==================== block 1
**Block 1: signal metal coverage by tile**

25 x 26 tiles, from dark blue (low) to red (high), scaled to the fullest tile. Values are wire area over tile area, all layers added.
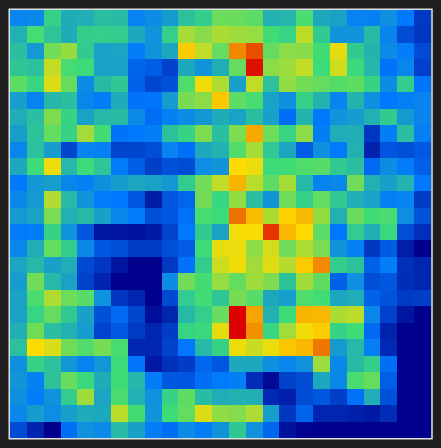
**Block 1: placement view**

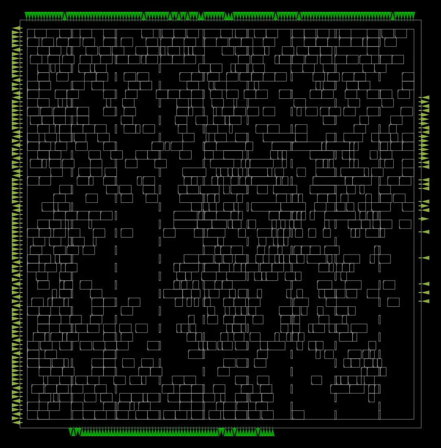
$ cat src/rtl/par_arb_mux_s2m_if.sv
// par_arb_mux_s2m_if -- bundle of the slave-to-master response channel signals
// seen by par_arb_mux_s2m.
//   slave  : the multiplexer's view (consumes slave VALID/LAST/DATA/ID/RESP and
//            master READY, produces master-side channel plus per-slave READY).
//   master : the environment's view (drives slave channels and master READY,
//            observes the muxed channel, READYs and status).
interface par_arb_mux_s2m_if #(
  parameter int SlaveCount = 6,
  parameter int DataWidth  = 32,
  parameter int IdWidth    = 8,
  parameter int RespWidth  = 2
);
  // Slave-side inputs to the mux (packed, slave i at [i*W +: W])
  logic [SlaveCount-1:0]           VALIDs_in;
  logic [SlaveCount-1:0]           LASTs_in;
  logic [SlaveCount*DataWidth-1:0] DATAs_in;
  logic [SlaveCount*IdWidth-1:0]   IDs_in;
  logic [SlaveCount*RespWidth-1:0] RESPs_in;
  // Master READY into the mux
  logic                            READY_in;
  // Master-side outputs of the mux
  logic                            VALID_out;
  logic [DataWidth-1:0]            DATA_out;
  logic [IdWidth-1:0]              ID_out;
  logic [RespWidth-1:0]            RESP_out;
  logic                            LAST_out;
  // Per-slave READY return and status
  logic [SlaveCount-1:0]           READYs_out;
  logic [SlaveCount-1:0]           grant_out;
  logic                            busy_out;

  modport slave (
    input  VALIDs_in, LASTs_in, DATAs_in, IDs_in, RESPs_in, READY_in,
    output VALID_out, DATA_out, ID_out, RESP_out, LAST_out,
    output READYs_out, grant_out, busy_out
  );

  modport master (
    output VALIDs_in, LASTs_in, DATAs_in, IDs_in, RESPs_in, READY_in,
    input  VALID_out, DATA_out, ID_out, RESP_out, LAST_out,
    input  READYs_out, grant_out, busy_out
  );
endinterface

$ cat src/rtl/par_arb_mux_s2m.sv
// par_arb_mux_s2m -- arbitrated slave-to-master response channel multiplexer.
// Picks one of SlaveCount slaves (round-robin by default), forwards its
// VALID/DATA/ID/RESP/LAST to the master with zero latency, returns the master
// READY to the granted slave only, and locks the grant until the LAST beat of
// the burst handshakes so bursts never interleave.
//
// Build option: define PAR_ARB_MUX_S2M_FIXED_PRIO_EN to replace the
// round-robin pick with fixed lowest-index-first priority (no pointer state).
module par_arb_mux_s2m #(
  parameter int SlaveCount = 6,
  parameter int DataWidth  = 32,
  parameter int IdWidth    = 8,
  parameter int RespWidth  = 2
) (
  input  logic              clk,
  input  logic              rst,
  par_arb_mux_s2m_if.slave  bus
);

  localparam int PtrWidth = (SlaveCount > 1) ? $clog2(SlaveCount) : 1;

  typedef enum logic {
    IDLE   = 1'b0,
    LOCKED = 1'b1
  } state_t;

  state_t                state_q, state_d;
  logic [SlaveCount-1:0] grant_q, grant_d;

  // Unpacked per-slave views of the packed payload buses
  logic [DataWidth-1:0]  data_arr [SlaveCount];
  logic [IdWidth-1:0]    id_arr   [SlaveCount];
  logic [RespWidth-1:0]  resp_arr [SlaveCount];

  // Arbitration results and effective grant
  logic [SlaveCount-1:0] pick_oh;
  logic [SlaveCount-1:0] eff_grant;

  // Muxed channel
  logic                  valid_mux;
  logic                  last_mux;
  logic [DataWidth-1:0]  data_mux;
  logic [IdWidth-1:0]    id_mux;
  logic [RespWidth-1:0]  resp_mux;
  logic                  hs;
  logic                  burst_end;

  genvar gi;
  generate
    for (gi = 0; gi < SlaveCount; gi++) begin : g_unpack
      assign data_arr[gi] = bus.DATAs_in[gi*DataWidth +: DataWidth];
      assign id_arr[gi]   = bus.IDs_in[gi*IdWidth +: IdWidth];
      assign resp_arr[gi] = bus.RESPs_in[gi*RespWidth +: RespWidth];
    end
  endgenerate

`ifdef PAR_ARB_MUX_S2M_FIXED_PRIO_EN

  // Fixed-priority pick: lowest-indexed VALID slave wins
  always_comb begin
    logic found;
    pick_oh = '0;
    found   = 1'b0;
    for (int i = 0; i < SlaveCount; i++) begin
      if (!found && bus.VALIDs_in[i]) begin
        found      = 1'b1;
        pick_oh[i] = 1'b1;
      end
    end
  end

`else

  // Round-robin pointer: index of the slave that last completed a burst
  logic [PtrWidth-1:0]   ptr_q, ptr_d;
  logic [PtrWidth-1:0]   pick_idx;
  logic [PtrWidth-1:0]   grant_idx;

  // Round-robin pick: search from ptr+1 upward, wrapping at SlaveCount
  always_comb begin
    logic                found;
    int                  cand;
    logic [PtrWidth-1:0] cidx;
    pick_oh  = '0;
    pick_idx = '0;
    found    = 1'b0;
    cand     = 0;
    cidx     = '0;
    for (int off = 1; off <= SlaveCount; off++) begin
      cand = int'(ptr_q) + off;
      if (cand >= SlaveCount) begin
        cand = cand - SlaveCount;
      end
      cidx = cand[PtrWidth-1:0];
      if (!found && bus.VALIDs_in[cidx]) begin
        found         = 1'b1;
        pick_oh[cidx] = 1'b1;
        pick_idx      = cidx;
      end
    end
  end

  // Encode the locked one-hot grant back to an index for the pointer update
  always_comb begin
    grant_idx = '0;
    for (int i = 0; i < SlaveCount; i++) begin
      if (grant_q[i]) begin
        grant_idx = grant_idx | PtrWidth'(i);
      end
    end
  end

  // Pointer advances only when a burst finishes (single beat or LOCKED end)
  always_comb begin
    ptr_d = ptr_q;
    if (burst_end) begin
      ptr_d = (state_q == LOCKED) ? grant_idx : pick_idx;
    end
  end

  // Pointer register; reset value makes slave 0 the first searched
  always_ff @(posedge clk) begin
    if (rst) begin
      ptr_q <= PtrWidth'(SlaveCount - 1);
    end else begin
      ptr_q <= ptr_d;
    end
  end

`endif

  // Effective grant: live pick in IDLE, held grant in LOCKED, none in reset
  always_comb begin
    eff_grant = '0;
    if (!rst) begin
      eff_grant = (state_q == LOCKED) ? grant_q : pick_oh;
    end
  end

  // AND-OR channel mux; everything reads zero when nothing is granted
  always_comb begin
    valid_mux = 1'b0;
    last_mux  = 1'b0;
    data_mux  = '0;
    id_mux    = '0;
    resp_mux  = '0;
    for (int i = 0; i < SlaveCount; i++) begin
      if (eff_grant[i]) begin
        valid_mux = valid_mux | bus.VALIDs_in[i];
        last_mux  = last_mux  | bus.LASTs_in[i];
        data_mux  = data_mux  | data_arr[i];
        id_mux    = id_mux    | id_arr[i];
        resp_mux  = resp_mux  | resp_arr[i];
      end
    end
  end

  assign hs        = valid_mux & bus.READY_in;
  assign burst_end = hs & last_mux;

  // Lock FSM next state: lock on any non-final grant, release on LAST handshake
  always_comb begin
    state_d = state_q;
    grant_d = grant_q;
    case (state_q)
      IDLE: begin
        if (|eff_grant && !burst_end) begin
          grant_d = eff_grant;
          state_d = LOCKED;
        end
      end
      LOCKED: begin
        if (burst_end) begin
          grant_d = '0;
          state_d = IDLE;
        end
      end
      default: begin
        grant_d = '0;
        state_d = IDLE;
      end
    endcase
  end

  // Lock FSM state register; reset abandons any burst in progress
  always_ff @(posedge clk) begin
    if (rst) begin
      state_q <= IDLE;
      grant_q <= '0;
    end else begin
      state_q <= state_d;
      grant_q <= grant_d;
    end
  end

  assign bus.VALID_out  = valid_mux;
  assign bus.LAST_out   = last_mux;
  assign bus.DATA_out   = data_mux;
  assign bus.ID_out     = id_mux;
  assign bus.RESP_out   = resp_mux;
  assign bus.READYs_out = eff_grant & {SlaveCount{bus.READY_in}};
  assign bus.grant_out  = eff_grant;
  assign bus.busy_out   = (state_q == LOCKED) && !rst;

endmodule
$ cat src/flat_wrapper.sv
// flat-port wrapper written by rule: the top's interface ports become plain ports
module par_arb_mux_s2m_flat 
#(
  parameter int SlaveCount = 6,
  parameter int DataWidth  = 32,
  parameter int IdWidth    = 8,
  parameter int RespWidth  = 2
)
  (clk, rst, bus_VALIDs_in, bus_LASTs_in, bus_DATAs_in, bus_IDs_in, bus_RESPs_in, bus_READY_in, bus_VALID_out, bus_DATA_out, bus_ID_out, bus_RESP_out, bus_LAST_out, bus_READYs_out, bus_grant_out, bus_busy_out);
  par_arb_mux_s2m_if #(.SlaveCount(SlaveCount), .DataWidth(DataWidth), .IdWidth(IdWidth), .RespWidth(RespWidth)) bus_i ();
  input  logic clk;
  input  logic rst;
  input wire logic [$bits(bus_i.VALIDs_in)-1:0] bus_VALIDs_in;
  input wire logic [$bits(bus_i.LASTs_in)-1:0] bus_LASTs_in;
  input wire logic [$bits(bus_i.DATAs_in)-1:0] bus_DATAs_in;
  input wire logic [$bits(bus_i.IDs_in)-1:0] bus_IDs_in;
  input wire logic [$bits(bus_i.RESPs_in)-1:0] bus_RESPs_in;
  input wire logic [$bits(bus_i.READY_in)-1:0] bus_READY_in;
  output wire logic [$bits(bus_i.VALID_out)-1:0] bus_VALID_out;
  output wire logic [$bits(bus_i.DATA_out)-1:0] bus_DATA_out;
  output wire logic [$bits(bus_i.ID_out)-1:0] bus_ID_out;
  output wire logic [$bits(bus_i.RESP_out)-1:0] bus_RESP_out;
  output wire logic [$bits(bus_i.LAST_out)-1:0] bus_LAST_out;
  output wire logic [$bits(bus_i.READYs_out)-1:0] bus_READYs_out;
  output wire logic [$bits(bus_i.grant_out)-1:0] bus_grant_out;
  output wire logic [$bits(bus_i.busy_out)-1:0] bus_busy_out;
  assign bus_i.VALIDs_in = bus_VALIDs_in;
  assign bus_i.LASTs_in = bus_LASTs_in;
  assign bus_i.DATAs_in = bus_DATAs_in;
  assign bus_i.IDs_in = bus_IDs_in;
  assign bus_i.RESPs_in = bus_RESPs_in;
  assign bus_i.READY_in = bus_READY_in;
  assign bus_VALID_out = bus_i.VALID_out;
  assign bus_DATA_out = bus_i.DATA_out;
  assign bus_ID_out = bus_i.ID_out;
  assign bus_RESP_out = bus_i.RESP_out;
  assign bus_LAST_out = bus_i.LAST_out;
  assign bus_READYs_out = bus_i.READYs_out;
  assign bus_grant_out = bus_i.grant_out;
  assign bus_busy_out = bus_i.busy_out;
  par_arb_mux_s2m #(.SlaveCount(SlaveCount), .DataWidth(DataWidth), .IdWidth(IdWidth), .RespWidth(RespWidth)) u_core (.clk(clk), .rst(rst), .bus(bus_i));
endmodule
$ cat config.mk
export PLATFORM = sky130hd
export DESIGN_NAME = par_arb_mux_s2m_flat
export DESIGN_NICKNAME = d
export VERILOG_FILES = /design/src/rtl/par_arb_mux_s2m_if.sv /design/src/rtl/par_arb_mux_s2m.sv /design/src/flat_wrapper.sv
export SDC_FILE = /design/constraint.sdc
export NUM_CORES = 1
export LEC_CHECK = 0
export ABC_CLOCK_PERIOD_IN_PS = 8900
export CAP_MARGIN = 30
export CORE_AREA = 2 2 124 126
export DETAILED_ROUTE_END_ITERATION = 7
export DIE_AREA = 0 0 126 128
export GPL_TIMING_DRIVEN = 1
export SLEW_MARGIN = 20
export SYNTH_ARGS = -nofsm -noshare
export SYNTH_HDL_FRONTEND = slang
export SYNTH_SLANG_ARGS = --single-unit
$ cat constraint.sdc
create_clock -name clk -period 8.9 [get_ports clk]
set_clock_uncertainty 0.1 [all_clocks]
set_input_delay 1.335 -clock clk [delete_from_list [all_inputs] [get_ports clk]]
set_output_delay 1.335 -clock clk [all_outputs]
set_load 0.02 [all_outputs]
==> flow_summary.json <==
{
  "post_cts_buffers": 0,
  "avgViaCountPerCell": 6.09,
  "drtAntennaViolNets": 0,
  "worstPathCellList": "clkdlybuf4s50_1 -> mux2i_2 -> a21oi_1 -> a21oi_1 -> nand3_2 -> nor3_4 -> nand4b_1 -> a31oi_4 -> buf_4 -> a222oi_1 -> and2_1 -> inv_2 -> clkdlybuf4s50_1",
  "ir_drop_v": 0.000210,
  "num-nonclk-inverters": 14,
  "r2r-start": "u_core.ptr_q[0]$_SDFFE_PP1P_",
  "hold_class": "reg -> reg",
  "outcome": "completed",
  "slowest_delay_ps": 640,
  "drt_pass1_iterations": 8,
  "htreeDepth": 1,
  "final_area_um2": 6980,
  "cts_tree": "done",
  "p_seq_w": 0.0000851,
  "switching_share_pct": 57.0,
  "timing.rr.end": "u_core.ptr_q[0]$_SDFFE_PP1P_",
  "cts_made_buffers": 3,
  "synth_area_um2": 3480,
  "coreArea_um2": 14900,
  "min-delay-start": "u_core.grant_q[1]$_SDFFE_PP0P_",
  "fp.dieH_um": 128,
  "top_area_cell_class": "buffers",
  "routed-via-count": 5843,
  "clkPwrFrac_pct": 2.6,
  "fmax_mhz": 135,
  "buffers": 335,
  "fin_crit_ps": 7400,
  "place_hpwl_mm": 21.2,
  "critPathLaunchType": "input port"
}
About 'signal metal coverage by tile' of block 1:
- emptiest ninth of the die: lower right
- mean over tiles: 0.27
- fullest tile: 0.73

About 'placement view' of block 1:
number of well taps: 188
Flops: 10

cells in the mapped netlist (5+ instances only):
cell type | n | area (µm²)
a222oi_1 | 86 | 861
nand2_1 | 75 | 282
clkbuf_1 | 32 | 120
nor2_1 | 28 | 105
a21oi_1 | 19 | 95.1
nor3_1 | 15 | 75.1
buf_2 | 13 | 65.1
inv_1 | 13 | 48.8
dfxtp_1 | 10 | 200
a31oi_1 | 9 | 56.3
ha_1 | 9 | 113
and2_1 | 8 | 50.1
nand3_1 | 8 | 40.0
o21ai_0 | 8 | 40.0
o22ai_1 | 8 | 50.1
nand4_1 | 7 | 43.8
and3_1 | 6 | 37.5
buf_1 | 6 | 22.5
o41ai_2 | 6 | 97.6
buf_6 | 5 | 56.3
nor2b_1 | 5 | 31.3
layer usage:
layer  vias to the layer above  part of all wire, %
li1                       2594                    -
met1                      2805                   39
met2                       386                   47
met3                        56                   11
met4                         2                  4.1
met5                         -                0.027
tightest hold or removal path, stage by stage (launching register included):
cell and delay (ps):
dfxtp_1 320, inv_1 80, o41ai_2 70
cells by family after synthesis:
family,synth area share [%]
compound gates,49.5
simple gates,25.8
buf+inv,9.30
xor+xnor,3.16
mux,3.30
flops,5.75
fa+ha+maj,3.23

==================== block 2
**Block 2: drive-strength map**

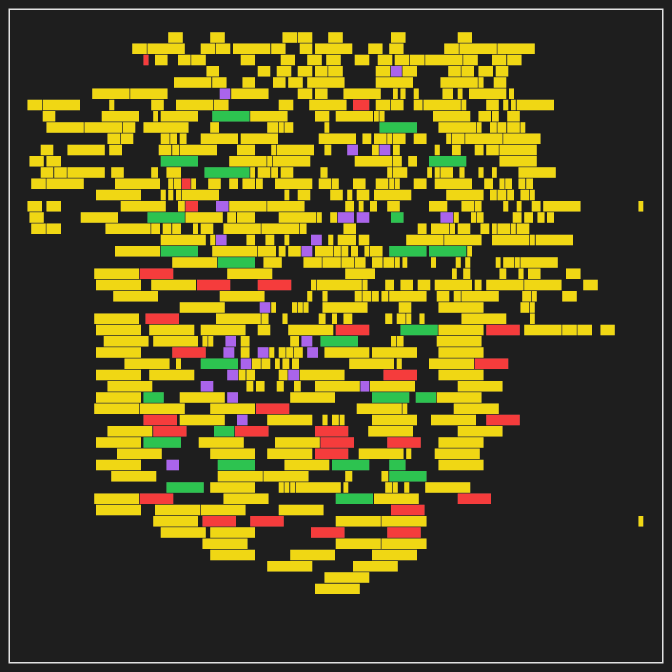
===== src/rtl/hps_event_reporter.sv =====
// Fabric-to-HPS event reporter: captures key, delay and pause events into a small
// FIFO and exposes them with live status through a 4-word Avalon-MM slave plus an irq.
module hps_event_reporter #(
  parameter int FIFO_DEPTH = 16,
  parameter int CNT_W      = 16
) (
  input  logic        clk,
  input  logic        reset,
  input  logic        key_faster,
  input  logic        key_slower,
  input  logic [3:0]  delay,
  input  logic [7:0]  led,
  input  logic        pause,
  input  logic [1:0]  address,
  input  logic        read,
  input  logic        write,
  input  logic [31:0] writedata,
  output logic [31:0] readdata,
  output logic        irq
);
  localparam int AW = $clog2(FIFO_DEPTH);
  localparam int PW = AW + 1;

  logic [3:0]       delay_q, delay_d;
  logic             pause_q, pause_d;
  logic             primed_q, primed_d;
  logic [3:0]       pend_q, pend_d;
  logic [3:0]       hold_delay_q, hold_delay_d;
  logic             hold_pause_q, hold_pause_d;
  logic [PW-1:0]    wr_ptr_q, wr_ptr_d;
  logic [PW-1:0]    rd_ptr_q, rd_ptr_d;
  logic             overflow_q, overflow_d;
  logic             irq_en_q, irq_en_d;
  logic [CNT_W-1:0] evt_cnt_q, evt_cnt_d;
  logic [31:0]      readdata_q, readdata_d;
  logic [7:0]       mem_q [FIFO_DEPTH];

  logic [PW-1:0] fill;
  logic          empty, full;
  logic          rd_evt, wr_ctl, wr_cnt, flush;
  logic          push_req, push, pop, drop;
  logic [1:0]    sel_idx;
  logic [3:0]    sel_mask, pend_eff, fire, set_new;
  logic [7:0]    push_code;
  logic [31:0]   status;
  logic          unused_wdata;

  assign fill         = wr_ptr_q - rd_ptr_q;
  assign empty        = (fill == '0);
  assign full         = (fill == PW'(FIFO_DEPTH));
  assign irq          = irq_en_q & ~empty;
  assign readdata     = readdata_q;
  assign unused_wdata = ^writedata[31:3];

  always_comb begin
    rd_evt = read && (address == 2'd1);
    wr_ctl = write && (address == 2'd2);
    wr_cnt = write && (address == 2'd3);
    flush  = wr_ctl && writedata[2];

    // Fixed priority: faster, slower, delay, pause
    push_req = |pend_q;
    if (pend_q[0])      sel_idx = 2'd0;
    else if (pend_q[1]) sel_idx = 2'd1;
    else if (pend_q[2]) sel_idx = 2'd2;
    else                sel_idx = 2'd3;
    sel_mask = push_req ? (4'b0001 << sel_idx) : 4'b0000;

    case (sel_idx)
      2'd0:    push_code = 8'h00;
      2'd1:    push_code = 8'h40;
      2'd2:    push_code = {4'b1000, hold_delay_q};
      default: push_code = {7'b1100000, hold_pause_q};
    endcase

    pop  = rd_evt && !empty && !flush;
    push = push_req && (!full || pop) && !flush;
    drop = push_req && full && !pop && !flush;

    fire[0] = key_faster;
    fire[1] = key_slower;
    fire[2] = primed_q && (delay != delay_q);
    fire[3] = primed_q && (pause != pause_q);

    // A source being pushed this cycle is free to accept a fresh event
    pend_eff = pend_q & ~sel_mask;
    set_new  = fire & ~pend_eff;
    pend_d   = flush ? 4'b0000 : (pend_eff | fire);

    hold_delay_d = set_new[2] ? delay : hold_delay_q;
    hold_pause_d = set_new[3] ? pause : hold_pause_q;

    overflow_d = overflow_q;
    if (wr_ctl && writedata[1]) overflow_d = 1'b0;
    if ((|(fire & pend_eff)) || drop) overflow_d = 1'b1;

    irq_en_d  = wr_ctl ? writedata[0] : irq_en_q;
    evt_cnt_d = wr_cnt ? '0 : evt_cnt_q + CNT_W'(push);
    wr_ptr_d  = flush ? '0 : wr_ptr_q + PW'(push);
    rd_ptr_d  = flush ? '0 : rd_ptr_q + PW'(pop);

    delay_d  = delay;
    pause_d  = pause;
    primed_d = 1'b1;

    status = {3'b000, pause, delay, led, 4'b0000, irq_en_q, overflow_q, full, empty,
              3'b000, 5'(fill)};

    readdata_d = readdata_q;
    if (read) begin
      case (address)
        2'd0:    readdata_d = status;
        2'd1:    readdata_d = empty ? 32'h0 : {1'b1, 23'b0, mem_q[rd_ptr_q[AW-1:0]]};
        2'd2:    readdata_d = {31'b0, irq_en_q};
        default: readdata_d = 32'(evt_cnt_q);
      endcase
    end
  end

  always_ff @(posedge clk or posedge reset) begin
    if (reset) begin
      delay_q    <= '0;
      pause_q    <= 1'b0;
      primed_q   <= 1'b0;
      pend_q     <= '0;
      wr_ptr_q   <= '0;
      rd_ptr_q   <= '0;
      overflow_q <= 1'b0;
      irq_en_q   <= 1'b0;
      evt_cnt_q  <= '0;
      readdata_q <= '0;
    end else begin
      delay_q    <= delay_d;
      pause_q    <= pause_d;
      primed_q   <= primed_d;
      pend_q     <= pend_d;
      wr_ptr_q   <= wr_ptr_d;
      rd_ptr_q   <= rd_ptr_d;
      overflow_q <= overflow_d;
      irq_en_q   <= irq_en_d;
      evt_cnt_q  <= evt_cnt_d;
      readdata_q <= readdata_d;
    end
  end

  // Payload holding registers and FIFO storage carry data only
  always_ff @(posedge clk) begin
    hold_delay_q <= hold_delay_d;
    hold_pause_q <= hold_pause_d;
    if (push) mem_q[wr_ptr_q[AW-1:0]] <= push_code;
  end

endmodule


===== config.mk =====
export PLATFORM = sky130hd
export DESIGN_NAME = hps_event_reporter
export DESIGN_NICKNAME = d
export VERILOG_FILES = /design/src/rtl/hps_event_reporter.sv
export SDC_FILE = /design/constraint.sdc
export NUM_CORES = 1
export LEC_CHECK = 0
export ABC_CLOCK_PERIOD_IN_PS = 4900
export CAP_MARGIN = 0
export CORE_MARGIN = 4
export CORE_UTILIZATION = 32
export CTS_CLUSTER_DIAMETER = 120
export CTS_CLUSTER_SIZE = 16
export DETAILED_ROUTE_END_ITERATION = 8
export PLACE_DENSITY = 0.57
export SLEW_MARGIN = 10
export SYNTH_ARGS = -nofsm -noshare
export SYNTH_HDL_FRONTEND = slang
export SYNTH_SLANG_ARGS = --single-unit

===== constraint.sdc =====
create_clock -name clk -period 4.9 [get_ports clk]
set_input_delay 0.49 -clock clk [delete_from_list [all_inputs] [get_ports clk]]
set_output_delay 0.49 -clock clk [all_outputs]
set_load 0.05 [all_outputs]

==> flow_summary.json <==
{
  "synth.cellmix.compoundShare_pct": 6.38,
  "fp.dieH_um": 158,
  "top_cells_by_count": "edfxtp_1 (101), dfrtp_1 (68), nand2_1 (49), nor2_1 (37), mux4_2 (25)",
  "top_cell_area_share_pct": 42.4,
  "ys_seq_share_pct": 66.1,
  "routed-via-count": 4295,
  "tool_warnings": 56,
  "row_count": 54,
  "outcome": "completed",
  "edf_count": 101,
  "met1_length_mm": 7.18,
  "grtUsageMet1_pct": 17.7,
  "root_buffer": "clkbuf_16",
  "p_seq_w": 0.00192,
  "synth_flops": 169,
  "synth_area_um2": 7160,
  "p_comb_w": 0.00142,
  "fmax_mhz": 248,
  "powerClk_w": 0.00136
}
Notes on 'drive-strength map' of block 2 above:
- purple: x3 and x4 (cells 25; share 4.3%; most used buf_4)
- yellow: x1 and smaller (cells 499; share 86%; most used edfxtp_1)
- red: x2 (cells 29; share 5.0%; most used mux4_2)
- green: x6 and larger (cells 25; share 4.3%; most used clkbuf_16)

[logic make-up (layout without fill, tap and decap cells)]
| family | count (synthesis) | in the layout |
|---|---|---|
| fa+ha+maj | 11 | 11 |
| mux | 27 | 27 |
| simple gates | 166 | 166 |
| xor+xnor | 26 | 26 |
| buf+inv | 41 | 113 |
| flops | 169 | 169 |
| other cells | 2 | 3 |
| compound gates | 63 | 63 |
[through the flow]
stage	hold WS (ps)	setup WS, ps	instance area (µm²)
after floorplan	462	1460	7160
after global placement	471	999	8020
after detailed placement	479	908	8020
after CTS	439	859	8640
after global routing	481	550	8640
final	433	866	8640
[flip-flops by register name, summed over array words and instances (netlist names)]
signal,flops
pend_q,4
pause_q,1
rd_ptr_q,5
irq_en_q,1
wr_ptr_q,5
hold_pause_q,1
readdata,30
evt_cnt_q,16
overflow_q,1
primed_q,1
mem_q,96
delay_q,4
hold_delay_q,4
[area by class of cell]
type | instances | area share (%)
clock buffers | 22 | 5.98
clock inverters | 10 | 1.19
inverters | 10 | 0.434
multi-input cells | 296 | 25.8
flip-flops and latches | 169 | 54.8
well taps | 280 | 4.05
repair buffers | 71 | 7.73

==================== block 3
**Block 3: placement view**

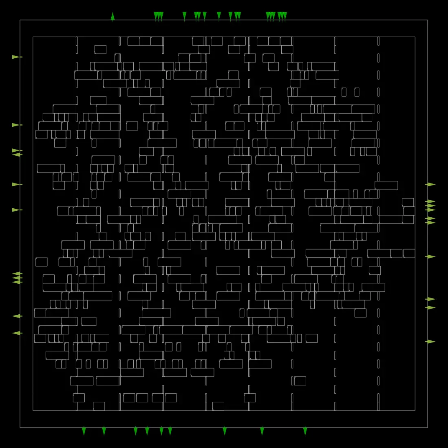
**Block 3: drive-strength map**

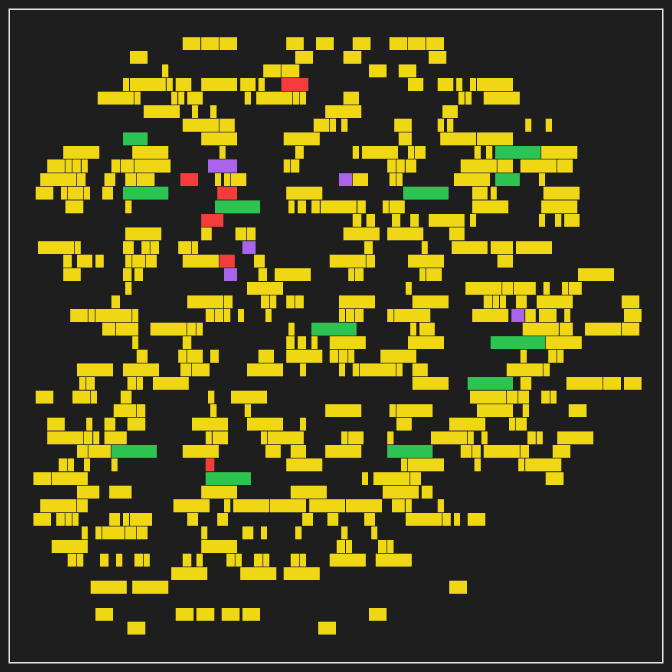
==> src/rtl/seq_mac_unit.sv <==
// Sequential shift-and-add unsigned MAC: one operand pair per handshake, result on `last`.
// Define SEQ_MAC_SAT_EN to saturate the accumulator instead of wrapping.

module FullAdder1bit (
  input  logic a,
  input  logic b,
  input  logic cin,
  output logic sum,
  output logic cout
);
  assign sum  = a ^ b ^ cin;
  assign cout = (a & b) | (cin & (a ^ b));
endmodule

// N-bit ripple-carry adder; s[N] is the carry-out.
module seq_mac_rca #(
  parameter int N = 8
) (
  input  logic [N-1:0] x,
  input  logic [N-1:0] y,
  output logic [N:0]   s
);
  logic [N:0] c;

  assign c[0] = 1'b0;

  for (genvar i = 0; i < N; i++) begin : g_fa
    FullAdder1bit u_fa (
      .a   (x[i]),
      .b   (y[i]),
      .cin (c[i]),
      .sum (s[i]),
      .cout(c[i+1])
    );
  end

  assign s[N] = c[N];
endmodule

module seq_mac_unit #(
  parameter int WIDTH     = 8,
  parameter int ACC_WIDTH = 24
) (
  input  logic                 clk,
  input  logic                 rst_n,
  input  logic                 in_valid,
  output logic                 in_ready,
  input  logic [WIDTH-1:0]     a,
  input  logic [WIDTH-1:0]     b,
  input  logic                 first,
  input  logic                 last,
  output logic                 out_valid,
  input  logic                 out_ready,
  output logic [ACC_WIDTH-1:0] acc_out
);
  // state | meaning
  // IDLE  | waiting for an operand pair
  // MULT  | one multiplier bit per cycle, WIDTH cycles
  // ACC   | fold product into the accumulator
  // OUT   | result presented, waiting for out_ready

  localparam int PW = 2 * WIDTH;
  localparam int CW = $clog2(WIDTH + 1);

  typedef enum logic [1:0] {IDLE, MULT, ACC, OUT} state_t;

  state_t               state;
  logic [PW-1:0]        mcand;
  logic [WIDTH-1:0]     mplier;
  logic [PW-1:0]        prod;
  logic [CW-1:0]        cnt;
  logic                 first_r;
  logic                 last_r;
  logic [ACC_WIDTH-1:0] acc;

  logic [PW:0]          prod_sum;
  logic [ACC_WIDTH-1:0] acc_base;
  logic [ACC_WIDTH:0]   acc_sum;
  logic [ACC_WIDTH-1:0] acc_next;

  seq_mac_rca #(.N(PW)) u_prod_add (
    .x(prod),
    .y(mcand),
    .s(prod_sum)
  );

  assign acc_base = first_r ? '0 : acc;

  seq_mac_rca #(.N(ACC_WIDTH)) u_acc_add (
    .x(acc_base),
    .y(ACC_WIDTH'(prod)),
    .s(acc_sum)
  );

`ifdef SEQ_MAC_SAT_EN
  assign acc_next = acc_sum[ACC_WIDTH] ? '1 : acc_sum[ACC_WIDTH-1:0];
`else
  assign acc_next = ACC_WIDTH'(acc_sum);
`endif

  assign acc_out = acc;

  always_ff @(posedge clk) begin
    if (!rst_n) begin
      state     <= IDLE;
      mcand     <= '0;
      mplier    <= '0;
      prod      <= '0;
      cnt       <= '0;
      first_r   <= 1'b0;
      last_r    <= 1'b0;
      acc       <= '0;
      in_ready  <= 1'b1;
      out_valid <= 1'b0;
    end else begin
      case (state)
        IDLE: begin
          if (in_valid) begin
            mcand    <= PW'(a);
            mplier   <= b;
            first_r  <= first;
            last_r   <= last;
            prod     <= '0;
            cnt      <= CW'(WIDTH - 1);
            in_ready <= 1'b0;
            state    <= MULT;
          end
        end
        MULT: begin
          // multiplicand shifts left and multiplier right, so bit i meets a<<i
          if (mplier[0]) prod <= PW'(prod_sum);
          mcand  <= mcand << 1;
          mplier <= mplier >> 1;
          cnt    <= cnt - CW'(1);
          if (cnt == '0) state <= ACC;
        end
        ACC: begin
          acc <= acc_next;
          if (last_r) begin
            out_valid <= 1'b1;
            state     <= OUT;
          end else begin
            in_ready <= 1'b1;
            state    <= IDLE;
          end
        end
        OUT: begin
          if (out_ready) begin
            out_valid <= 1'b0;
            in_ready  <= 1'b1;
            state     <= IDLE;
          end
        end
        default: state <= IDLE;
      endcase
    end
  end
endmodule
==> config.mk <==
export PLATFORM = sky130hd
export DESIGN_NAME = seq_mac_unit
export DESIGN_NICKNAME = d
export VERILOG_FILES = /design/src/rtl/seq_mac_unit.sv
export SDC_FILE = /design/constraint.sdc
export NUM_CORES = 1
export LEC_CHECK = 0
export ABC_CLOCK_PERIOD_IN_PS = 9290
export CAP_MARGIN = 10
export CORE_MARGIN = 4
export CORE_UTILIZATION = 25
export DETAILED_ROUTE_END_ITERATION = 7
export PLACE_DENSITY_LB_ADDON = 0.08
export SLEW_MARGIN = 0
export SYNTH_ARGS = -nofsm -noshare
export SYNTH_HDL_FRONTEND = slang
export SYNTH_SLANG_ARGS = --single-unit
==> constraint.sdc <==
create_clock -name clk -period 9.29 [get_ports clk]
set_input_delay 1.858 -clock clk [delete_from_list [all_inputs] [get_ports clk]]
set_output_delay 1.858 -clock clk [all_outputs]
set_load 0.005 [all_outputs]
==> flow_summary.json <==
{
  "outcome": "completed",
  "wl_per_cell_um": 14.1,
  "fp.dieH_um": 131,
  "root_buffer": "clkbuf_16",
  "whs_endpoint": "in_ready$_SDFFE_PN1P_",
  "whs_path_depth": 2,
  "cpMostUsedCell": "fa_1",
  "ir_drop_v": 0.0000807,
  "grt_max_degree": 28,
  "boundaryPins": 48,
  "critical_path_required_ps": 9560,
  "nClkBuffers": 14,
  "nMultiInputCombCells": 270,
  "slowest_delay_ps": 420,
  "hold_class": "reg -> reg"
}
About 'placement view' of block 3:
Seq/total area: 31.8%
Flops: 74
Rows: 44
utilization after layout: 31.8%
number of well taps: 184

About 'drive-strength map' of block 3:
- red: x2 (cells 6; share 1.3%)
- purple: x3 and x4 (cells 5; share 1.1%; most used buf_4)
- yellow: x1 and smaller (cells 428; share 95%; most used dfxtp_1)
- green: x6 and larger (cells 12; share 2.7%; most used clkbuf_16)
Layout area overhead: 24.0%
Final Worst Setup Slack: 1270 ps

[power breakdown]
| part | total (W) | internal, W | switching (W) |
|---|---|---|---|
| registers | 0.000349 | 0.000334 | 0.0000151 |
| clock network | 0.000354 | 0.000223 | 0.000131 |
| logic | 0.0000918 | 0.0000365 | 0.0000553 |
[kinds of logic after synthesis]
| kind of cell | count (synthesis) |
|---|---|
| muxes | 2 |
| xor gates and xnor gates | 1 |
| DFF | 74 |
| and+or+nand+nor | 138 |
| buffers and inverters | 66 |
| adders and majority gates | 39 |
| AOI/OAI and AO/OA | 90 |
[synth_stat cells (all sizes together) (2+ instances only)]
library cell | number | area (µm²)
a211oi | 5 | 37.5
a21oi | 41 | 216
a22o | 4 | 35.0
buf | 16 | 95.1
clkbuf | 10 | 37.5
dfxtp | 74 | 1480
fa | 29 | 581
ha | 10 | 125
inv | 39 | 146
nand2 | 58 | 218
nand2b | 8 | 50.1
nand3 | 14 | 70.1
nor2 | 27 | 101
nor2b | 22 | 138
nor3 | 2 | 10.0
o21ai | 8 | 40.0
o221ai | 10 | 93.8
o22ai | 2 | 12.5
o2bb2ai | 13 | 114

==================== block 4
--- src/rtl/bus_arbiter_pkg.sv ---
// Shared types and widths for the 2-master bus arbiter.
package bus_arbiter_pkg;

  localparam int WORDSIZE = 16;
  localparam int ADDRSIZE = 16;

  // Arbiter FSM encodings.
  typedef enum logic [1:0] {
    ARB_IDLE    = 2'b00,
    ARB_BUSY    = 2'b01,
    ARB_RELEASE = 2'b10
  } arb_state_e;

endpackage

--- src/rtl/bus_arbiter_rr_pick.sv ---
// Round-robin pick: turns a request vector and the last-served index into a
// one-hot grant. When both request, the master that was not served last wins.
module arb_rr_pick (
  input  logic [1:0] i_req,
  input  logic       i_last,
  output logic [1:0] o_gnt
);

  // A single requester is already one-hot; contention resolves against last.
  always_comb begin
    o_gnt = 2'b00;
    if (i_req == 2'b11) o_gnt = i_last ? 2'b01 : 2'b10;
    else                o_gnt = i_req;
  end

endmodule

--- src/rtl/bus_arbiter.sv ---
// 2-to-1 bus arbiter: round-robin grant, forwards the granted master's
// hello/ack transaction, one release cycle between transactions, and a
// watchdog that returns an error ack when a slave never answers.
module bus_arbiter
  import bus_arbiter_pkg::*;
#(
  parameter int TIMEOUT = 16,
  parameter int CNT_W   = 8
) (
  input  logic                arb_clk_i,
  input  logic                arb_rst_i,
  input  logic [WORDSIZE-1:0] m0_data_i,
  input  logic [ADDRSIZE-1:0] m0_addr_i,
  input  logic                m0_we_i,
  input  logic                m0_hello_i,
  output logic [WORDSIZE-1:0] m0_data_o,
  output logic                m0_ack_o,
  input  logic [WORDSIZE-1:0] m1_data_i,
  input  logic [ADDRSIZE-1:0] m1_addr_i,
  input  logic                m1_we_i,
  input  logic                m1_hello_i,
  output logic [WORDSIZE-1:0] m1_data_o,
  output logic                m1_ack_o,
  output logic [WORDSIZE-1:0] b_data_o,
  output logic [ADDRSIZE-1:0] b_addr_o,
  output logic                b_we_o,
  output logic                b_hello_o,
  input  logic [WORDSIZE-1:0] b_data_i,
  input  logic                b_ack_i,
  output logic [1:0]          arb_gnt_o,
  output logic                arb_err_o
);

  arb_state_e         r_state;
  logic [1:0]         r_gnt;
  logic               r_last;
  logic [CNT_W-1:0]   r_cnt;

  logic [1:0]          w_pick;
  logic                w_gidx;
  logic                w_act;
  logic                w_ghello;
  logic                w_timeout;
  logic                w_ack;
  logic [WORDSIZE-1:0] w_rdata;

  arb_rr_pick u_pick (
    .i_req  ({m1_hello_i, m0_hello_i}),
    .i_last (r_last),
    .o_gnt  (w_pick)
  );

  // Outputs are gated by reset so nothing leaks while reset is held mid-BUSY.
  assign w_gidx    = r_gnt[1];
  assign w_act     = (r_state == ARB_BUSY) && !arb_rst_i;
  assign w_ghello  = w_gidx ? m1_hello_i : m0_hello_i;
  assign w_timeout = w_act && w_ghello && !b_ack_i && (r_cnt == CNT_W'(TIMEOUT - 1));
  assign w_ack     = w_act && (b_ack_i || w_timeout);
  assign w_rdata   = w_timeout ? '0 : b_data_i;

  assign m0_ack_o  = w_ack && !w_gidx;
  assign m1_ack_o  = w_ack &&  w_gidx;
  assign m0_data_o = (w_act && !w_gidx) ? w_rdata : '0;
  assign m1_data_o = (w_act &&  w_gidx) ? w_rdata : '0;
  assign arb_err_o = w_timeout;
  assign arb_gnt_o = arb_rst_i ? 2'b00 : r_gnt;

  // Bus-side mux of the granted master; hello is withdrawn on a timeout.
  always_comb begin
    b_data_o  = '0;
    b_addr_o  = '0;
    b_we_o    = 1'b0;
    b_hello_o = 1'b0;
    if (w_act) begin
      b_data_o  = w_gidx ? m1_data_i : m0_data_i;
      b_addr_o  = w_gidx ? m1_addr_i : m0_addr_i;
      b_we_o    = w_gidx ? m1_we_i   : m0_we_i;
      b_hello_o = w_ghello && !w_timeout;
    end
  end

  // Arbitration FSM with timeout counter; ack beats abort beats timeout.
  always_ff @(posedge arb_clk_i) begin
    if (arb_rst_i) begin
      r_state <= ARB_IDLE;
      r_gnt   <= 2'b00;
      r_last  <= 1'b1;
      r_cnt   <= '0;
    end else begin
      case (r_state)
        ARB_IDLE: begin
          r_cnt <= '0;
          if (w_pick != 2'b00) begin
            r_gnt   <= w_pick;
            r_state <= ARB_BUSY;
          end
        end
        ARB_BUSY: begin
          if (b_ack_i || !w_ghello || w_timeout) begin
            r_last  <= w_gidx;
            r_state <= ARB_RELEASE;
          end else begin
            r_cnt <= r_cnt + CNT_W'(1);
          end
        end
        ARB_RELEASE: begin
          r_gnt   <= 2'b00;
          r_cnt   <= '0;
          r_state <= ARB_IDLE;
        end
        default: r_state <= ARB_IDLE;
      endcase
    end
  end

endmodule

--- config.mk ---
export PLATFORM = sky130hd
export DESIGN_NAME = bus_arbiter
export DESIGN_NICKNAME = d
export VERILOG_FILES = /design/src/rtl/bus_arbiter_pkg.sv /design/src/rtl/bus_arbiter_rr_pick.sv /design/src/rtl/bus_arbiter.sv
export SDC_FILE = /design/constraint.sdc
export NUM_CORES = 1
export LEC_CHECK = 0
export CAP_MARGIN = 20
export CORE_MARGIN = 2
export CORE_UTILIZATION = 28
export CTS_CLUSTER_DIAMETER = 120
export DETAILED_ROUTE_END_ITERATION = 7
export GPL_TIMING_DRIVEN = 0
export HOLD_SLACK_MARGIN = 0.1
export PLACE_DENSITY = 0.91
export SYNTH_ARGS = -nofsm -noshare
export SYNTH_HDL_FRONTEND = slang
export SYNTH_HIERARCHICAL = 1
export SYNTH_SLANG_ARGS = --single-unit
--- constraint.sdc ---
create_clock -name arb_clk_i -period 2.3 [get_ports arb_clk_i]
set_clock_uncertainty 0.2 [all_clocks]
set_input_delay 0.46 -clock arb_clk_i [delete_from_list [all_inputs] [get_ports arb_clk_i]]
set_output_delay 0.46 -clock arb_clk_i [all_outputs]
set_load 0.05 [all_outputs]
**Block 4: signal metal coverage by tile**

15 x 15 tiles, from dark blue (low) to red (high), scaled to the fullest tile. Values are wire area over tile area, all layers added.
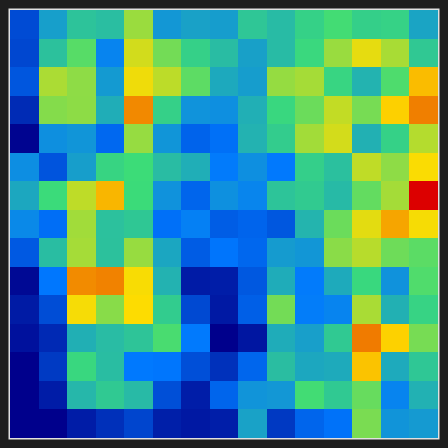
- emptiest ninth of the die: bottom centre
- nearly empty tiles: 3.1%
- mean over tiles: 0.21
- tiles over half the peak: 29%
- fullest tile: 0.52
wire per inst: 17.1 µm
DRT Wirelength: 7.62 mm

cells in the mapped netlist (2+ instances only):
library cell,count
nor2_1,47
mux2i_1,33
and2_1,32
dfxtp_1,13
a21oi_1,6
clkbuf_1,5
nand2_1,5
nand2b_1,5
xnor2_1,5
buf_1,4
buf_2,4
nand3_1,4
nor2b_1,4
nor4_1,4
nor3_1,3
a21boi_0,2
and3_1,2
inv_1,2
o21ai_0,2
flip-flops by register name, summed over array words and instances (netlist names):
name,cells
r_state,2
r_gnt,2
r_last,1
r_cnt,8
worst reg2reg max path: cells and delay by family (launching register included):
kind	cells	cell delay [ps]
buffers and inverters	2	260
and+or+nand+nor	2	620
muxes	1	330
DFF	1	340
AOI/OAI and AO/OA	1	230
where the power goes:
| group | internal, W | total [W] | switching, W |
|---|---|---|---|
| Clock | 0.000123 | 0.000207 | 0.0000844 |
| Combinational | 0.000396 | 0.000795 | 0.000399 |
| Sequential | 0.000234 | 0.000244 | 0.0000104 |
what timing repair did:
item | 4_1_cts | 5_1_grt
buffers inserted | 7 | 7
hold endpoints to repair | 0 | 0
pin swaps | 29 | 3
endpoints found under the setup margin | 70 | 62
hold buffers | 0 | 0
gates cloned | 2 | 1
gates resized | 526 | 40
==> flow_summary.json <==
{
  "outcome": "finished, violations left",
  "violations": "negative setup slack",
  "critical-path-top-delay-family": "simple AND/OR/NAND/NOR gates",
  "yosysWarnings": 6,
  "power_w": 0.00125,
  "antenna_found_initial": 0,
  "seq_share_pct": 6.78,
  "cts_tree": "done",
  "htreeDepth": 1,
  "p_leak_nw": 1.57,
  "cpMostUsedCell": "buf_6",
  "setup_ws_ps": -307,
  "setup_viol": 35,
  "drive_gt1_share_pct": 51.6,
  "worstPathCellList": "or4_4 -> nor4_4 -> buf_4 -> nor3b_4 -> buf_6 -> and2_4 -> buf_6",
  "grt_usage_pct": 24.5,
  "nWellTaps": 70,
  "timing.rr.end": "r_cnt[3]$_SDFFE_PP0P_",
  "ys_area_um2": 1450,
  "place_hpwl_mm": 5.45,
  "syn-num-nets": 287,
  "setup.worst_path.end": "m1_data_o[5]",
  "routed-wl-met2_mm": 4.26,
  "avgSynthCellArea_um2": 7.28,
  "drt_pass1_iterations": 4
}

==================== block 5
File: config.mk
export PLATFORM = sky130hd
export DESIGN_NAME = mig_tt_sim
export DESIGN_NICKNAME = d
export VERILOG_FILES = /design/src/rtl/mig_pkg.sv /design/src/rtl/mig_maj16.sv /design/src/rtl/mig_tt_sim.sv
export SDC_FILE = /design/constraint.sdc
export NUM_CORES = 1
export LEC_CHECK = 0
export CAP_MARGIN = 20
export CORE_UTILIZATION = 60
export DETAILED_ROUTE_END_ITERATION = 7
export GPL_ROUTABILITY_DRIVEN = 0
export HOLD_SLACK_MARGIN = 0.12
export PLACE_DENSITY = 0.8
export SYNTH_ARGS = -nofsm -noshare
export SYNTH_HDL_FRONTEND = slang
export SYNTH_SLANG_ARGS = --single-unit
export TNS_END_PERCENT = 100
File: constraint.sdc
create_clock -name clk -period 4.2 [get_ports clk]
set_input_delay 1.05 -clock clk [delete_from_list [all_inputs] [get_ports clk]]
set_output_delay 1.05 -clock clk [all_outputs]
set_load 0.05 [all_outputs]
File: src/rtl/mig_pkg.sv
// Shared types and constants for the MIG truth-table simulator.
// Optional checker port set is enabled by MIG_TT_SIM_CHECK_EN.
package mig_pkg;

  localparam int NODE_W     = 4;
  localparam int FIRST_GATE = 5;

  localparam logic [15:0] TT_X0 = 16'hAAAA;
  localparam logic [15:0] TT_X1 = 16'hCCCC;
  localparam logic [15:0] TT_X2 = 16'hF0F0;
  localparam logic [15:0] TT_X3 = 16'hFF00;

  typedef enum logic {
    ST_LOAD,
    ST_DONE
  } st_t;

  typedef struct packed {
    logic [NODE_W-1:0] fc;
    logic [NODE_W-1:0] fb;
    logic [NODE_W-1:0] fa;
    logic [2:0]        cmp;
    logic              last;
    logic              ocmp;
  } gate_t;

  // Fixed nodes: constant 0 and the four input projections.
  function automatic logic [15:0] fixed_tt(
    input logic [NODE_W-1:0] idx
  );
    logic [15:0] v;
    v = 16'h0000;
    unique case (1'b1)
      (idx == 4'd1): v = TT_X0;
      (idx == 4'd2): v = TT_X1;
      (idx == 4'd3): v = TT_X2;
      (idx == 4'd4): v = TT_X3;
      default:       v = 16'h0000;
    endcase
    return v;
  endfunction

endpackage

File: src/rtl/mig_maj16.sv
// Combinational 16-bit majority with per-operand inversion.
// cmp = {c, b, a}.
module mig_maj16
  import mig_pkg::*;
(
  input  logic [15:0] i_a,
  input  logic [15:0] i_b,
  input  logic [15:0] i_c,
  input  logic [2:0]  i_cmp,
  output logic [15:0] o_y
);

  logic [15:0] w_a;
  logic [15:0] w_b;
  logic [15:0] w_c;

  assign w_a = i_a ^ {16{i_cmp[0]}};
  assign w_b = i_b ^ {16{i_cmp[1]}};
  assign w_c = i_c ^ {16{i_cmp[2]}};

  assign o_y = (w_a & w_b)
             | (w_a & w_c)
             | (w_b & w_c);

endmodule

File: src/rtl/mig_tt_sim.sv
// Streams MIG gate descriptors and returns the output truth table.
// Define MIG_TT_SIM_CHECK_EN to add s_exp / m_match.
module mig_tt_sim
  import mig_pkg::*;
#(
  parameter int MAX_GATES = 11
) (
  input  logic        clk,
  input  logic        rst_n,
  input  logic        s_valid,
  output logic        s_ready,
  input  logic [11:0] s_fin,
  input  logic [2:0]  s_cmp,
  input  logic        s_last,
  input  logic        s_ocmp,
`ifdef MIG_TT_SIM_CHECK_EN
  input  logic [15:0] s_exp,
`endif
  output logic        m_valid,
  input  logic        m_ready,
  output logic [15:0] m_tt,
`ifdef MIG_TT_SIM_CHECK_EN
  output logic        m_match,
`endif
  output logic        m_err
);

  localparam logic [4:0] NXT0 = 5'(FIRST_GATE);
  localparam logic [4:0] LIM  =
    5'(FIRST_GATE + MAX_GATES);

  st_t         r_st;
  logic [4:0]  r_nxt;
  logic        r_err;
  logic        r_s_ready;
  logic        r_m_valid;
  logic [15:0] r_m_tt;
  logic        r_m_err;
  logic [15:0] r_node [FIRST_GATE:15];

  gate_t       w_g;
  logic        w_hs;
  logic        w_ovf;
  logic        w_fwd;
  logic        w_err;
  logic [15:0] w_a;
  logic [15:0] w_b;
  logic [15:0] w_c;
  logic [15:0] w_y;
  logic [15:0] w_res;

  assign w_g = '{
    fc:   s_fin[11:8],
    fb:   s_fin[7:4],
    fa:   s_fin[3:0],
    cmp:  s_cmp,
    last: s_last,
    ocmp: s_ocmp
  };

  // Registered nodes give the old value on a same-cycle read.
  function automatic logic [15:0] rd(
    input logic [NODE_W-1:0] idx
  );
    logic [15:0] v;
    if (idx < 4'(FIRST_GATE)) v = fixed_tt(idx);
    else                      v = r_node[idx];
    return v;
  endfunction

  assign w_a = rd(w_g.fa);
  assign w_b = rd(w_g.fb);
  assign w_c = rd(w_g.fc);

  mig_maj16 u_maj (
    .i_a   (w_a),
    .i_b   (w_b),
    .i_c   (w_c),
    .i_cmp (w_g.cmp),
    .o_y   (w_y)
  );

  assign w_hs  = s_valid & r_s_ready;
  assign w_ovf = (r_nxt == LIM);
  assign w_fwd = ({1'b0, w_g.fa} >= r_nxt)
               | ({1'b0, w_g.fb} >= r_nxt)
               | ({1'b0, w_g.fc} >= r_nxt);
  assign w_err = r_err | w_ovf | w_fwd;
  assign w_res = w_err ? 16'h0000
               : (w_y ^ {16{w_g.ocmp}});

  always_ff @(posedge clk or negedge rst_n) begin
    if (!rst_n) begin
      for (int k = FIRST_GATE; k < 16; k++)
        r_node[k] <= 16'h0000;
    end else if (w_hs && !w_ovf) begin
      r_node[r_nxt[3:0]] <= w_y;
    end
  end

  always_ff @(posedge clk or negedge rst_n) begin
    if (!rst_n) begin
      r_st      <= ST_LOAD;
      r_nxt     <= NXT0;
      r_err     <= 1'b0;
      r_s_ready <= 1'b1;
      r_m_valid <= 1'b0;
      r_m_tt    <= 16'h0000;
      r_m_err   <= 1'b0;
    end else begin
      unique case (r_st)
        ST_LOAD: begin
          if (w_hs) begin
            if (!w_ovf) r_nxt <= r_nxt + 5'd1;
            r_err <= w_err;
            if (w_g.last) begin
              r_st      <= ST_DONE;
              r_s_ready <= 1'b0;
              r_m_valid <= 1'b1;
              r_m_tt    <= w_res;
              r_m_err   <= w_err;
            end
          end
        end
        ST_DONE: begin
          if (m_ready) begin
            r_st      <= ST_LOAD;
            r_s_ready <= 1'b1;
            r_m_valid <= 1'b0;
            r_nxt     <= NXT0;
            r_err     <= 1'b0;
          end
        end
        default: r_st <= ST_LOAD;
      endcase
    end
  end

`ifdef MIG_TT_SIM_CHECK_EN
  logic r_match;

  always_ff @(posedge clk or negedge rst_n) begin
    if (!rst_n) begin
      r_match <= 1'b0;
    end else if (w_hs && w_g.last
                 && r_st == ST_LOAD) begin
      r_match <= !w_err && (w_res == s_exp);
    end
  end

  assign m_match = r_match;
`endif

  assign s_ready = r_s_ready;
  assign m_valid = r_m_valid;
  assign m_tt    = r_m_tt;
  assign m_err   = r_m_err;

endmodule

==> flow_summary.json <==
{
  "drtIter0Drc": 1739,
  "synth_flops": 202,
  "edf_count": 0,
  "drive_gt1_share_pct": 18.1,
  "cts.clk_slew.worst_paths_ps": 60,
  "post_cts_resized": 0,
  "avgSynthCellArea_um2": 9.87,
  "root_buffer": "clkbuf_16",
  "holdBufCountCts": 0,
  "worst-setup-path-type": "in -> reg",
  "ys_area_um2": 14200,
  "die_area_um2": 24300,
  "finalClockPeriodUsage_pct": 84.3,
  "p_leak_nw": 6.66,
  "antenna_cells": 0,
  "synth_area_um2": 14200,
  "nets": 1481,
  "xor_share_pct": 1.73,
  "final_max_slew_viol_count": 0,
  "outcome": "completed",
  "htreeDepth": 1,
  "cts_made_buffers": 24,
  "post_cts_buffers": 0,
  "highest_layer": "met5",
  "tool_warnings": 29,
  "routed-wl-met2_mm": 20.2,
  "pwr-share-comb_pct": 14.8
}
[synth_stat cells (8+ instances only)]
cell type,n
nand2_1,238
dfrtp_1,199
o21ai_0,142
mux4_2,74
mux2i_1,65
clkbuf_1,64
a21oi_1,54
nor2_1,46
mux2_2,37
buf_2,28
inv_1,27
xnor2_1,27
o21ai_1,26
nand2b_1,23
nor2b_1,23
o31ai_1,21
nand3_1,19
ha_1,16
buf_6,15
nor3_1,15
mux4_1,13
a22oi_1,12
o211ai_1,12
o22ai_1,12
a211oi_1,11
nand3b_1,11
o21a_1,11
a21o_1,10
buf_4,10
nand4_1,10
o31ai_2,10
a221oi_1,8
and2_1,8
or3_1,8
[state kept, by name, summed over array words and instances, names as in the netlist]
| name | count |
|---|---|
| r_nxt | 5 |
| r_node | 176 |
| m_err | 1 |
| m_valid | 1 |
| r_st | 1 |
| r_err | 1 |
| m_tt | 16 |
| s_ready | 1 |
[critical path: cells and delay by family]
family | cells | cell delay (ps)
muxes | 2 | 980
AOI/OAI and AO/OA | 3 | 890
and+or+nand+nor | 2 | 530
buffers and inverters | 1 | 470
**Block 5: drive-strength map**

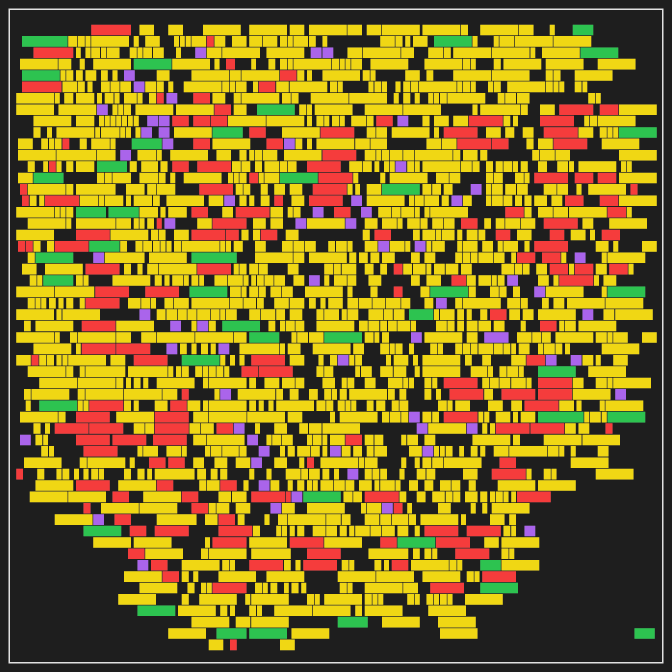
- yellow: x1 and smaller (cells 1197; share 82%; most used nand2_1)
- red: x2 (cells 159; share 11%; most used mux4_2)
- purple: x3 and x4 (cells 64; share 4.4%; most used buf_4)
- green: x6 and larger (cells 42; share 2.9%; most used clkbuf_16)



==> gallery <==
Placement view.
shot_01.png
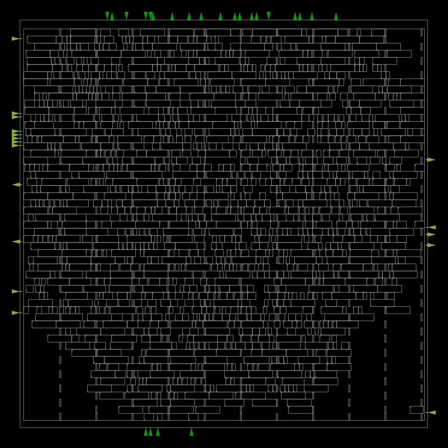
shot_02.png
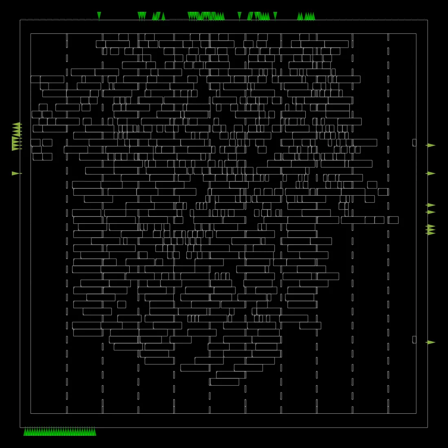
shot_03.png
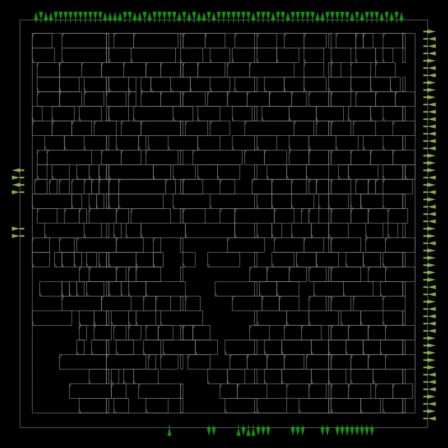
- most sequential cells: shot_01.png
- most cells: shot_01.png
shot_02.png comes from block 2.
shot_03.png comes from block 4.
shot_01.png comes from block 5.

Power figures rest on the tool's default switching activity, not on a simulated workload.
